######## instruction_fetch_flat ########
==> src/rtl/mips_pkg.sv <==
// mips_pkg: opcode constants, fetch state encoding and default reset vector shared by the MIPS core
package mips_pkg;

    localparam logic [5:0] R_TYPE = 6'h00;
    localparam logic [5:0] ADDI   = 6'h08;
    localparam logic [5:0] ANDI   = 6'h0c;
    localparam logic [5:0] ORI    = 6'h0d;
    localparam logic [5:0] LUI    = 6'h0f;
    localparam logic [5:0] LW     = 6'h23;
    localparam logic [5:0] SW     = 6'h2b;
    localparam logic [5:0] BEQ    = 6'h04;
    localparam logic [5:0] BNE    = 6'h05;

    typedef enum logic [1:0] {
        RESET_HOLD,
        FETCH,
        HOLD,
        ERROR
    } fetch_state_e;

    localparam logic [31:0] DEFAULT_RESET_PC = 32'h0040_0000;

endpackage

==> src/rtl/instruction_fetch_if.sv <==
// instruction_fetch_if: imem req/ack bus, decode valid/ready handshake and redirect controls of the fetch stage
interface instruction_fetch_if #(
    parameter int ADDR_WIDTH = 32
);
    logic                  imem_req_o;
    logic [ADDR_WIDTH-1:0] imem_addr_o;
    logic                  imem_ack_i;
    logic [31:0]           imem_rdata_i;
    logic [31:0]           instr_o;
    logic [5:0]            opcode_o;
    logic [ADDR_WIDTH-1:0] pc_o;
    logic [ADDR_WIDTH-1:0] pc_plus4_o;
    logic                  instr_valid_o;
    logic                  instr_ready_i;
    logic                  branch_eq_i;
    logic                  branch_ne_i;
    logic                  zero_i;
    logic [15:0]           branch_imm_i;
    logic                  jump_reg_i;
    logic [ADDR_WIDTH-1:0] jump_addr_i;
    logic                  fetch_err_o;

    modport master (
        output imem_req_o, imem_addr_o, instr_o, opcode_o, pc_o, pc_plus4_o,
               instr_valid_o, fetch_err_o,
        input  imem_ack_i, imem_rdata_i, instr_ready_i, branch_eq_i, branch_ne_i,
               zero_i, branch_imm_i, jump_reg_i, jump_addr_i
    );

    modport slave (
        input  imem_req_o, imem_addr_o, instr_o, opcode_o, pc_o, pc_plus4_o,
               instr_valid_o, fetch_err_o,
        output imem_ack_i, imem_rdata_i, instr_ready_i, branch_eq_i, branch_ne_i,
               zero_i, branch_imm_i, jump_reg_i, jump_addr_i
    );
endinterface

==> src/rtl/next_pc_sel.sv <==
// next_pc_sel: picks jr target, taken branch target or pc+4; ALIGN_CHECK_EN flags misaligned jr targets
module next_pc_sel #(
    parameter int ADDR_WIDTH = 32
) (
    input  logic [ADDR_WIDTH-1:0] pc_plus4_i,
    input  logic                  branch_eq_i,
    input  logic                  branch_ne_i,
    input  logic                  zero_i,
    input  logic [15:0]           branch_imm_i,
    input  logic                  jump_reg_i,
    input  logic [ADDR_WIDTH-1:0] jump_addr_i,
    output logic [ADDR_WIDTH-1:0] next_pc_o,
    output logic                  misalign_o
);
    logic                  taken;
    logic [ADDR_WIDTH-1:0] branch_target;

    assign taken         = (branch_eq_i & zero_i) | (branch_ne_i & ~zero_i);
    assign branch_target = pc_plus4_i + {{(ADDR_WIDTH-18){branch_imm_i[15]}}, branch_imm_i, 2'b00};

    // jr wins over branch; its low bits are cleared so an untrapped misaligned target realigns
    always_comb begin
        next_pc_o = jump_reg_i ? {jump_addr_i[ADDR_WIDTH-1:2], 2'b00}
                  : taken      ? branch_target
                  :              pc_plus4_i;
    end

    // only jr can misalign: the PC and branch offsets are always word multiples
`ifdef ALIGN_CHECK_EN
    assign misalign_o = jump_reg_i & (|jump_addr_i[1:0]);
`else
    logic unused_low_bits;
    assign unused_low_bits = ^jump_addr_i[1:0];
    assign misalign_o      = 1'b0;
`endif
endmodule

==> src/rtl/instruction_fetch.sv <==
// instruction_fetch: PC register, imem req/ack fetch and valid/ready hand-off to decode (optional ALIGN_CHECK_EN trap)
module instruction_fetch
    import mips_pkg::*;
#(
    parameter int                    ADDR_WIDTH = 32,
    parameter logic [ADDR_WIDTH-1:0] RESET_PC   = ADDR_WIDTH'(DEFAULT_RESET_PC)
) (
    input logic               clk_i,
    input logic               rst_n_i,
    instruction_fetch_if.master bus
);
    fetch_state_e          state_q, state_d;
    logic                  req_q, req_d;
    logic                  valid_q, valid_d;
    logic                  err_q, err_d;
    logic [31:0]           instr_q, instr_d;
    logic [ADDR_WIDTH-1:0] pc_q, pc_d;
    logic [ADDR_WIDTH-1:0] pc_plus4;
    logic [ADDR_WIDTH-1:0] next_pc;
    logic                  misalign;
    logic                  accept;

    assign pc_plus4 = pc_q + ADDR_WIDTH'(4);
    assign accept   = valid_q & bus.instr_ready_i;

    next_pc_sel #(.ADDR_WIDTH(ADDR_WIDTH)) u_next_pc_sel (
        .pc_plus4_i   (pc_plus4),
        .branch_eq_i  (bus.branch_eq_i),
        .branch_ne_i  (bus.branch_ne_i),
        .zero_i       (bus.zero_i),
        .branch_imm_i (bus.branch_imm_i),
        .jump_reg_i   (bus.jump_reg_i),
        .jump_addr_i  (bus.jump_addr_i),
        .next_pc_o    (next_pc),
        .misalign_o   (misalign)
    );

    // state and registered outputs; reset abandons any outstanding request
    always_ff @(posedge clk_i) begin
        if (!rst_n_i) begin
            state_q <= RESET_HOLD;
            req_q   <= 1'b0;
            valid_q <= 1'b0;
            err_q   <= 1'b0;
            instr_q <= '0;
            pc_q    <= RESET_PC;
        end else begin
            state_q <= state_d;
            req_q   <= req_d;
            valid_q <= valid_d;
            err_q   <= err_d;
            instr_q <= instr_d;
            pc_q    <= pc_d;
        end
    end

    // fetch sequencing: request until ack, hold until accept, then redirect or trap
    always_comb begin
        state_d = state_q;
        req_d   = req_q;
        valid_d = valid_q;
        err_d   = err_q;
        instr_d = instr_q;
        pc_d    = pc_q;
        case (state_q)
            RESET_HOLD: begin
                state_d = FETCH;
                req_d   = 1'b1;
            end
            FETCH: begin
                if (bus.imem_ack_i) begin
                    state_d = HOLD;
                    req_d   = 1'b0;
                    valid_d = 1'b1;
                    instr_d = bus.imem_rdata_i;
                end
            end
            HOLD: begin
                if (accept) begin
                    valid_d = 1'b0;
                    state_d = misalign ? ERROR : FETCH;
                    err_d   = misalign;
                    req_d   = ~misalign;
                    pc_d    = misalign ? pc_q : next_pc;
                end
            end
            ERROR: begin
                state_d = ERROR;
            end
        endcase
    end

    assign bus.imem_req_o    = req_q;
    assign bus.imem_addr_o   = pc_q;
    assign bus.instr_o       = instr_q;
    assign bus.opcode_o      = instr_q[31:26];
    assign bus.pc_o          = pc_q;
    assign bus.pc_plus4_o    = pc_plus4;
    assign bus.instr_valid_o = valid_q;
    assign bus.fetch_err_o   = err_q;
endmodule

==> src/flat_wrapper.sv <==
// flat-port wrapper written by rule: the top's interface ports become plain ports
module instruction_fetch_flat import mips_pkg::*;
#(
    parameter int                    ADDR_WIDTH = 32,
    parameter logic [ADDR_WIDTH-1:0] RESET_PC   = ADDR_WIDTH'(DEFAULT_RESET_PC)
)
  (clk_i, rst_n_i, bus_imem_req_o, bus_imem_addr_o, bus_instr_o, bus_opcode_o, bus_pc_o, bus_pc_plus4_o, bus_instr_valid_o, bus_fetch_err_o, bus_imem_ack_i, bus_imem_rdata_i, bus_instr_ready_i, bus_branch_eq_i, bus_branch_ne_i, bus_zero_i, bus_branch_imm_i, bus_jump_reg_i, bus_jump_addr_i);
  instruction_fetch_if #(.ADDR_WIDTH(ADDR_WIDTH)) bus_i ();
  input logic clk_i;
  input logic rst_n_i;
  output wire logic [$bits(bus_i.imem_req_o)-1:0] bus_imem_req_o;
  output wire logic [$bits(bus_i.imem_addr_o)-1:0] bus_imem_addr_o;
  output wire logic [$bits(bus_i.instr_o)-1:0] bus_instr_o;
  output wire logic [$bits(bus_i.opcode_o)-1:0] bus_opcode_o;
  output wire logic [$bits(bus_i.pc_o)-1:0] bus_pc_o;
  output wire logic [$bits(bus_i.pc_plus4_o)-1:0] bus_pc_plus4_o;
  output wire logic [$bits(bus_i.instr_valid_o)-1:0] bus_instr_valid_o;
  output wire logic [$bits(bus_i.fetch_err_o)-1:0] bus_fetch_err_o;
  input wire logic [$bits(bus_i.imem_ack_i)-1:0] bus_imem_ack_i;
  input wire logic [$bits(bus_i.imem_rdata_i)-1:0] bus_imem_rdata_i;
  input wire logic [$bits(bus_i.instr_ready_i)-1:0] bus_instr_ready_i;
  input wire logic [$bits(bus_i.branch_eq_i)-1:0] bus_branch_eq_i;
  input wire logic [$bits(bus_i.branch_ne_i)-1:0] bus_branch_ne_i;
  input wire logic [$bits(bus_i.zero_i)-1:0] bus_zero_i;
  input wire logic [$bits(bus_i.branch_imm_i)-1:0] bus_branch_imm_i;
  input wire logic [$bits(bus_i.jump_reg_i)-1:0] bus_jump_reg_i;
  input wire logic [$bits(bus_i.jump_addr_i)-1:0] bus_jump_addr_i;
  assign bus_imem_req_o = bus_i.imem_req_o;
  assign bus_imem_addr_o = bus_i.imem_addr_o;
  assign bus_instr_o = bus_i.instr_o;
  assign bus_opcode_o = bus_i.opcode_o;
  assign bus_pc_o = bus_i.pc_o;
  assign bus_pc_plus4_o = bus_i.pc_plus4_o;
  assign bus_instr_valid_o = bus_i.instr_valid_o;
  assign bus_fetch_err_o = bus_i.fetch_err_o;
  assign bus_i.imem_ack_i = bus_imem_ack_i;
  assign bus_i.imem_rdata_i = bus_imem_rdata_i;
  assign bus_i.instr_ready_i = bus_instr_ready_i;
  assign bus_i.branch_eq_i = bus_branch_eq_i;
  assign bus_i.branch_ne_i = bus_branch_ne_i;
  assign bus_i.zero_i = bus_zero_i;
  assign bus_i.branch_imm_i = bus_branch_imm_i;
  assign bus_i.jump_reg_i = bus_jump_reg_i;
  assign bus_i.jump_addr_i = bus_jump_addr_i;
  instruction_fetch #(.ADDR_WIDTH(ADDR_WIDTH), .RESET_PC(RESET_PC)) u_core (.clk_i(clk_i), .rst_n_i(rst_n_i), .bus(bus_i));
endmodule
==> config.mk <==
export PLATFORM = sky130hd
export DESIGN_NAME = instruction_fetch_flat
export DESIGN_NICKNAME = d
export VERILOG_FILES = /design/src/rtl/mips_pkg.sv /design/src/rtl/instruction_fetch_if.sv /design/src/rtl/next_pc_sel.sv /design/src/rtl/instruction_fetch.sv /design/src/flat_wrapper.sv
export SDC_FILE = /design/constraint.sdc
export NUM_CORES = 1
export LEC_CHECK = 0
export CORE_MARGIN = 3
export CORE_UTILIZATION = 35
export CTS_CLUSTER_SIZE = 14
export DETAILED_ROUTE_END_ITERATION = 16
export DONT_BUFFER_PORTS = 1
export SYNTH_ARGS = -nofsm -noshare
export SYNTH_HDL_FRONTEND = slang
export SYNTH_SLANG_ARGS = --single-unit
==> constraint.sdc <==
create_clock -name clk_i -period 4 [get_ports clk_i]
set_clock_uncertainty 0.15 [all_clocks]
set_input_delay 1.2 -clock clk_i [delete_from_list [all_inputs] [get_ports clk_i]]
set_output_delay 1.2 -clock clk_i [all_outputs]
set_load 0.005 [all_outputs]
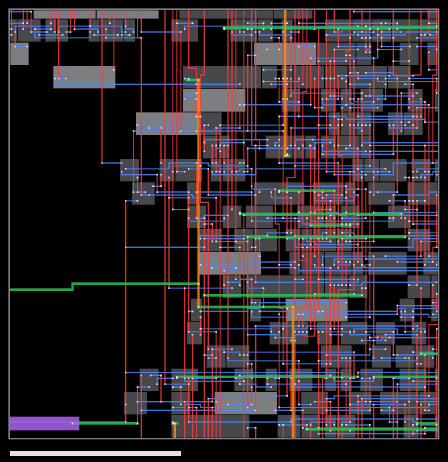
*Layout detail, instruction_fetch_flat*
The bar under the picture is 20 um long. Window x 41 to 91, y 68 to 118 um. Cells in gray, sequential cells in the stronger gray; small squares are vias.
met5: shown in purple. met3: shown in green. met2: shown in red. met1: shown in blue. met4: shown in orange.
132 logic cells have their middle in the window. Most frequent: nand2_1 (23), buf_4 (9). Sequential cells in the window: 7. Netlist names of flops here include u_core.bus.imem_addr_o (6), u_core.bus.instr_o (1).

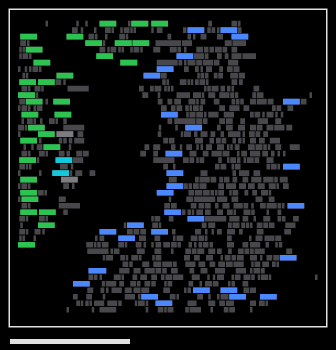
*Sequential cells colored by netlist name, instruction_fetch_flat*
The bar under the picture is 50 um long.
u_core.bus.imem_addr_o: shown in blue, sequential cells 30. u_core.state_q: shown in cyan, sequential cells 2. u_core.bus.instr_o: shown in green, sequential cells 32.
Another 2 sequential cells are not colored.
FF/Latch Area: 0.00132 mm2
sequential power: 0.705 mW
flop share of the area: 21.6%
final core occ: 39.8%

==> impl_metrics.yaml <==
# physical design summary
outcome:
  status: "completed"
logic_synthesis:
  top_cell_area_share_pct: 23.7
  ys_top_cells_by_count: "141 x nand2_1, 66 x dfxtp_1, 46 x buf_4, 41 x a21boi_0, 39 x a21oi_1"
  yosys.area_share.simple_pct: 21.4
  top_cell: "nand2_1"
  synth_area_mm2: 0.00558
  synth-main-ff-cell: "dfxtp_1"
  ys_cells: 720
final_layout:
  stdcell_area_mm2: 0.00611
  seq_cells: 66
  final_cell_mix: "141 x nand2_1, 65 x dfxtp_1, 57 x buf_4"
  largest_reg_flops: 32
  inv_count: 9
  fillCellCount: 1616
sta:
  setup_ws_ps: 247
  holdWs_ps: 337
  hold_viol: 0
setup_path:
  critical_path_class: "flop to flop"
  path_delay_family: "simple AND/OR/NAND/NOR gates"
  end_kind: "flop"
global_routing:
  grt_use_total_pct: 19.7
  grt_util_met2_pct: 31.8
power:
  sw_frac_of_total_pct: 28.5
place:
  place_hpwl_mm: 13.4
cts:
  cts_sinks: 66
routing:
  wire_per_inst_um: 19.2

######## int_req_ctrl ########
===== src/rtl/int_req_ctrl.sv =====
// Interrupt request controller: button sync/edge capture, fixed-priority nested arbitration, core handshake.
// Optional IRQ_MASK_EN adds an irq_mask input that blocks eligibility without blocking latching.
module int_req_ctrl #(
    parameter int unsigned      VEC_W      = 32,
    parameter logic [VEC_W-1:0] VEC_BASE   = 32'h0000_1000,
    parameter logic [VEC_W-1:0] VEC_STRIDE = 32'h0000_0010
) (
    input  logic             clk,
    input  logic             RST,
    input  logic [2:0]       break_in,
    input  logic             int_en,
    input  logic             cpu_ack,
    input  logic             cpu_eret,
`ifdef IRQ_MASK_EN
    input  logic [2:0]       irq_mask,
`endif
    output logic             interrupt,
    output logic [VEC_W-1:0] int_vec,
    output logic [2:0]       ir_sig,
    output logic [2:0]       iw
);

    typedef enum logic {IDLE, REQ} state_t;

    state_t           state, state_next;
    logic [2:0]       sync1, sync2, prev, rise;
    logic [2:0]       mask_eff, iw_low, allowed, cand, ack_clr;
    logic [1:0]       cur_idx, idx_next, sel_idx;
    logic [VEC_W-1:0] vec_next, vec_calc;
    logic             eligible, ack_take;

`ifdef IRQ_MASK_EN
    assign mask_eff = irq_mask;
`else
    assign mask_eff = '0;
`endif

    assign rise = sync2 & ~prev;

    // Only sources strictly above the highest-priority in-service one may nest.
    assign iw_low  = iw & (~iw + 3'd1);
    assign allowed = (iw == '0) ? '1 : (iw_low - 3'd1);
    assign cand    = ir_sig & ~mask_eff & allowed & {3{int_en}};
    assign eligible = |cand;

    always_comb begin
        sel_idx = 2'd0;
        if (cand[0])      sel_idx = 2'd0;
        else if (cand[1]) sel_idx = 2'd1;
        else if (cand[2]) sel_idx = 2'd2;
    end

    assign vec_calc = VEC_BASE + VEC_STRIDE * VEC_W'(sel_idx);

    always_comb begin
        state_next = state;
        vec_next   = int_vec;
        idx_next   = cur_idx;
        ack_take   = 1'b0;
        case (state)
            IDLE: begin
                if (eligible) begin
                    state_next = REQ;
                    vec_next   = vec_calc;
                    idx_next   = sel_idx;
                end
            end
            REQ: begin
                if (cpu_ack) begin
                    ack_take   = 1'b1;
                    state_next = IDLE;
                end else if (eligible) begin
                    vec_next = vec_calc;
                    idx_next = sel_idx;
                end else begin
                    state_next = IDLE;
                end
            end
            default: state_next = IDLE;
        endcase
    end

    assign ack_clr   = ack_take ? (3'b001 << cur_idx) : '0;
    assign interrupt = (state == REQ);

    always_ff @(posedge clk or posedge RST) begin
        if (RST) begin
            state   <= IDLE;
            sync1   <= '0;
            sync2   <= '0;
            prev    <= '0;
            ir_sig  <= '0;
            iw      <= '0;
            int_vec <= '0;
            cur_idx <= '0;
        end else begin
            state   <= state_next;
            sync1   <= break_in;
            sync2   <= sync1;
            prev    <= sync2;
            // A new edge in the ack cycle wins over the ack clear.
            ir_sig  <= (ir_sig & ~ack_clr) | rise;
            iw      <= (iw & ~(cpu_eret ? iw_low : 3'b000)) | ack_clr;
            int_vec <= vec_next;
            cur_idx <= idx_next;
        end
    end

endmodule


===== config.mk =====
export PLATFORM = sky130hd
export DESIGN_NAME = int_req_ctrl
export DESIGN_NICKNAME = d
export VERILOG_FILES = /design/src/rtl/int_req_ctrl.sv
export SDC_FILE = /design/constraint.sdc
export NUM_CORES = 1
export LEC_CHECK = 0
export CAP_MARGIN = 20
export CORE_MARGIN = 1
export CORE_UTILIZATION = 40
export CTS_CLUSTER_SIZE = 24
export DETAILED_ROUTE_END_ITERATION = 16
export DONT_BUFFER_PORTS = 1
export HOLD_SLACK_MARGIN = 0.15
export PLACE_DENSITY_LB_ADDON = 0.08
export SYNTH_ARGS = -nofsm -noshare
export SYNTH_HDL_FRONTEND = slang
export SYNTH_SLANG_ARGS = --single-unit
export TNS_END_PERCENT = 20

===== constraint.sdc =====
create_clock -name clk -period 1.9 [get_ports clk]
set_input_delay 0.285 -clock clk [delete_from_list [all_inputs] [get_ports clk]]
set_output_delay 0.285 -clock clk [all_outputs]
set_load 0.02 [all_outputs]

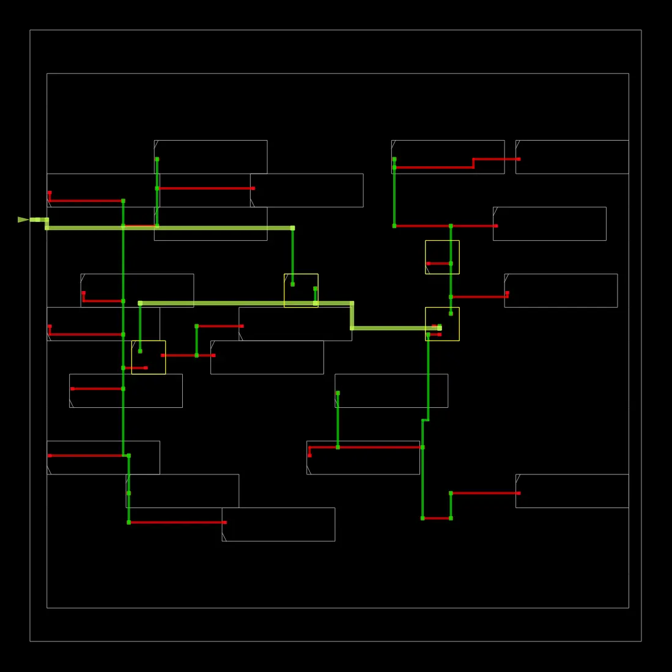
*Clock routing, int_req_ctrl*
Num CTS Buffers: 3
Clk Latency, worst-skew pair: 300 ps
Clk power: 0.212 mW
CTS Sinks: 19

==> impl_metrics.yaml <==
# physical design summary
final_layout:
  layout.nonclk_buf_share_pct: 5.47
  comb_share_pct: 33.1
  num-nonclk-buffers: 5
  logic_gates: 59
die:
  rows: 16
  core-area_mm2: 0.00206
power:
  vdd_drop_max_uv: 639
  net-switching-power_mw: 0.386
global_routing:
  antenna_found_initial: 0
sta:
  rsz0062_at_grt: "false"
  relSlewSlack_pct: 53.0
logic_synthesis:
  top_cell: "buf_4"
  ys_cells: 85
setup_path:
  crit_path_end: "int_vec[12]"
min_path:
  hold_start: "cpu_ack"
outcome:
  status: "completed"
routing:
  first_pass_iters: 3
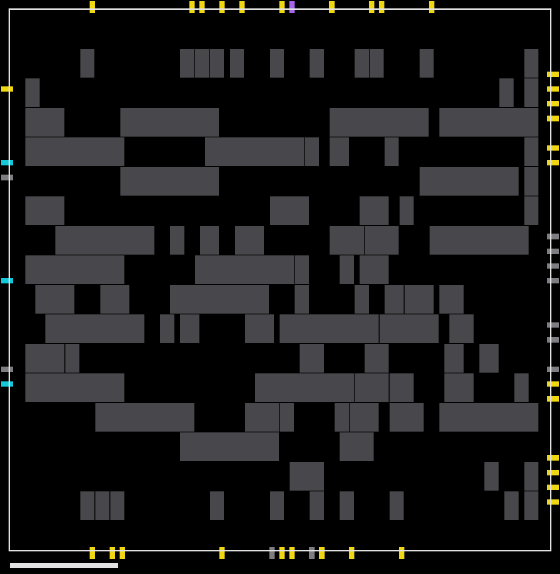
*Pin map, int_req_ctrl*
The bar under the picture is 10 um long. Pins as bars across the die edge, other pins in gray.
break_in: shown in cyan, pins 3, direction input, edge left. cpu_eret: shown in purple, pins 1, direction input, edge top. int_vec: shown in yellow, pins 32, direction output, edge 12 right, 10 top, 9 bottom, 1 left.


######## cardinal_nic ########
### Clock routing, cardinal_nic

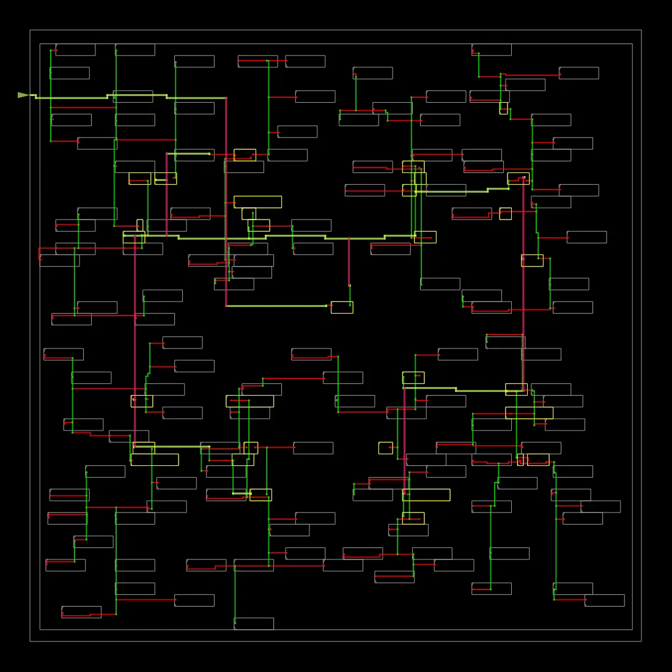
### Metal 1, cardinal_nic

The bar under the picture is 50 um long.
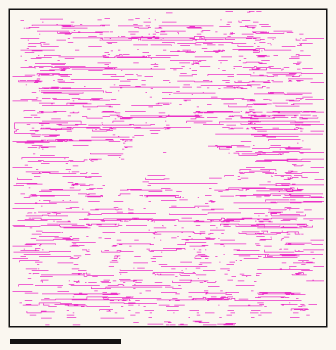
[src/rtl/cardinal_nic.sv]
// rtl/cardinal_nic.sv - single-slot network interface between a processor and a router (optional macro CARDINAL_NIC_POLARITY_EN)
module cardinal_nic (
  input  logic        clk,
  input  logic        reset,
  input  logic [0:1]  addr,
  input  logic [0:63] d_in,
  output logic [0:63] d_out,
  input  logic        nicEn,
  input  logic        nicWrEn,
  input  logic        net_si,
  output logic        net_ri,
  input  logic [0:63] net_di,
  output logic        net_so,
  input  logic        net_ro,
  output logic [0:63] net_do,
  input  logic        net_polarity
);

  localparam logic [0:1] ADDR_IN_BUF     = 2'b00;
  localparam logic [0:1] ADDR_IN_STATUS  = 2'b01;
  localparam logic [0:1] ADDR_OUT_BUF    = 2'b10;
  localparam logic [0:1] ADDR_OUT_STATUS = 2'b11;

  logic [0:63] in_buf_q, in_buf_d;
  logic [0:63] out_buf_q, out_buf_d;
  logic        in_full_q, in_full_d;
  logic        out_full_q, out_full_d;

  logic proc_rd;
  logic proc_wr;
  logic pol_ok;

  assign proc_rd = nicEn & ~nicWrEn;
  assign proc_wr = nicEn & nicWrEn;

`ifdef CARDINAL_NIC_POLARITY_EN
  // Bit 0 of the packet selects the virtual channel; only send on the matching router phase.
  assign pol_ok = (out_buf_q[0] == net_polarity);
`else
  // Polarity is not used in this build; the tie-off keeps the port referenced.
  logic unused_polarity;
  assign unused_polarity = net_polarity;
  assign pol_ok          = 1'b1;
`endif

  assign net_ri = ~in_full_q;
  assign net_so = out_full_q & net_ro & pol_ok;
  assign net_do = out_buf_q;

  // Processor read mux; status words carry the flag in the last bit.
  always_comb begin
    d_out = '0;
    if (proc_rd) begin
      case (addr)
        ADDR_IN_BUF:     d_out = in_buf_q;
        ADDR_IN_STATUS:  d_out = {63'b0, in_full_q};
        ADDR_OUT_BUF:    d_out = out_buf_q;
        ADDR_OUT_STATUS: d_out = {63'b0, out_full_q};
        default:         d_out = '0;
      endcase
    end
  end

  // Next-state for both slots; decisions use only pre-edge flag values.
  always_comb begin
    in_buf_d   = in_buf_q;
    in_full_d  = in_full_q;
    out_buf_d  = out_buf_q;
    out_full_d = out_full_q;

    // Inbound: a capture can only happen while empty, so it never races the read-clear.
    if (net_si && !in_full_q) begin
      in_buf_d  = net_di;
      in_full_d = 1'b1;
    end else if (proc_rd && (addr == ADDR_IN_BUF)) begin
      in_full_d = 1'b0;
    end

    // Outbound: a load needs the slot empty and a send needs it full, so they are exclusive.
    if (proc_wr && (addr == ADDR_OUT_BUF) && !out_full_q) begin
      out_buf_d  = d_in;
      out_full_d = 1'b1;
    end else if (net_so) begin
      out_full_d = 1'b0;
    end
  end

  // State registers; reset discards both slots immediately.
  always_ff @(posedge clk or posedge reset) begin
    if (reset) begin
      in_buf_q   <= '0;
      in_full_q  <= 1'b0;
      out_buf_q  <= '0;
      out_full_q <= 1'b0;
    end else begin
      in_buf_q   <= in_buf_d;
      in_full_q  <= in_full_d;
      out_buf_q  <= out_buf_d;
      out_full_q <= out_full_d;
    end
  end

endmodule
[config.mk]
export PLATFORM = sky130hd
export DESIGN_NAME = cardinal_nic
export DESIGN_NICKNAME = d
export VERILOG_FILES = /design/src/rtl/cardinal_nic.sv
export SDC_FILE = /design/constraint.sdc
export NUM_CORES = 1
export LEC_CHECK = 0
export CAP_MARGIN = 15
export CELL_PAD_IN_SITES_DETAIL_PLACEMENT = 1
export CELL_PAD_IN_SITES_GLOBAL_PLACEMENT = 2
export CORE_MARGIN = 2
export CORE_UTILIZATION = 29
export CTS_BUF_LIST = sky130_fd_sc_hd__clkbuf_8
export CTS_CLUSTER_SIZE = 25
export DETAILED_ROUTE_END_ITERATION = 8
export GPL_TIMING_DRIVEN = 0
export PLACE_DENSITY_LB_ADDON = 0.1
export REMOVE_ABC_BUFFERS = 1
export SLEW_MARGIN = 20
export SYNTH_ARGS = -nofsm -noshare
export SYNTH_HDL_FRONTEND = slang
export SYNTH_SLANG_ARGS = --single-unit
[constraint.sdc]
create_clock -name clk -period 12.8 [get_ports clk]
set_clock_uncertainty 0.05 [all_clocks]
set_input_delay 2.56 -clock clk [delete_from_list [all_inputs] [get_ports clk]]
set_output_delay 2.56 -clock clk [all_outputs]
set_load 0.03 [all_outputs]
==> impl_metrics.yaml <==
# physical design summary
power:
  powerDensity_mw_per_mm2: 178
  power.share.combinational_pct: 34.3
  p_comb_mw: 0.557
  sw_frac_of_total_pct: 32.3
place:
  pre_cts_slack_ps: 5080
cts:
  cts.clk_slew.worst_paths_ps: 70
  cts_resized: 0
  ctsHoldBuffers: 0
routing:
  vias_per_cell: 4.83
  first_pass_iters: 4
  ant_nets: 0
  wire_per_inst_um: 20.7
logic_synthesis:
  yosys.area_share.adder_pct: 0
  numSynthFlops: 130
  yosys-stat-area_mm2: 0.00552
  synthTopLogicFamily: "multiplexers"
  synth_cell_type_count: 17
outcome:
  status: "completed"
final_layout:
  largestClassByArea: "flip-flops and latches"
  sh_seq_area_pct: 35.6
  layout.nonclk_buf_share_pct: 32.8
global_routing:
  grt-ovfl-total: 0
die:
  ios: 267
  taps: 234
sta:
  tightest_slew_ps: 659
  relSlewSlack_pct: 55.9
setup_path:
  crit_top_cell: "clkdlybuf4s50_1"
min_path:
  hold_start: "in_buf_q[14]"
About 'Clock routing' of cardinal_nic:
Clk power: 0.411 mW
FFs & Latches: 130
CTS Sinks: 130

About 'Metal 1' of cardinal_nic:
The wires run mostly horizontal. The longest straight run is 48.3 um. The layer holds 40% of the routed length. 686 nets have wire on it.
vias: 4272
Routed Wire Length: 18.3 mm


No activity file was given, so power comes from the tool's default toggle rates.
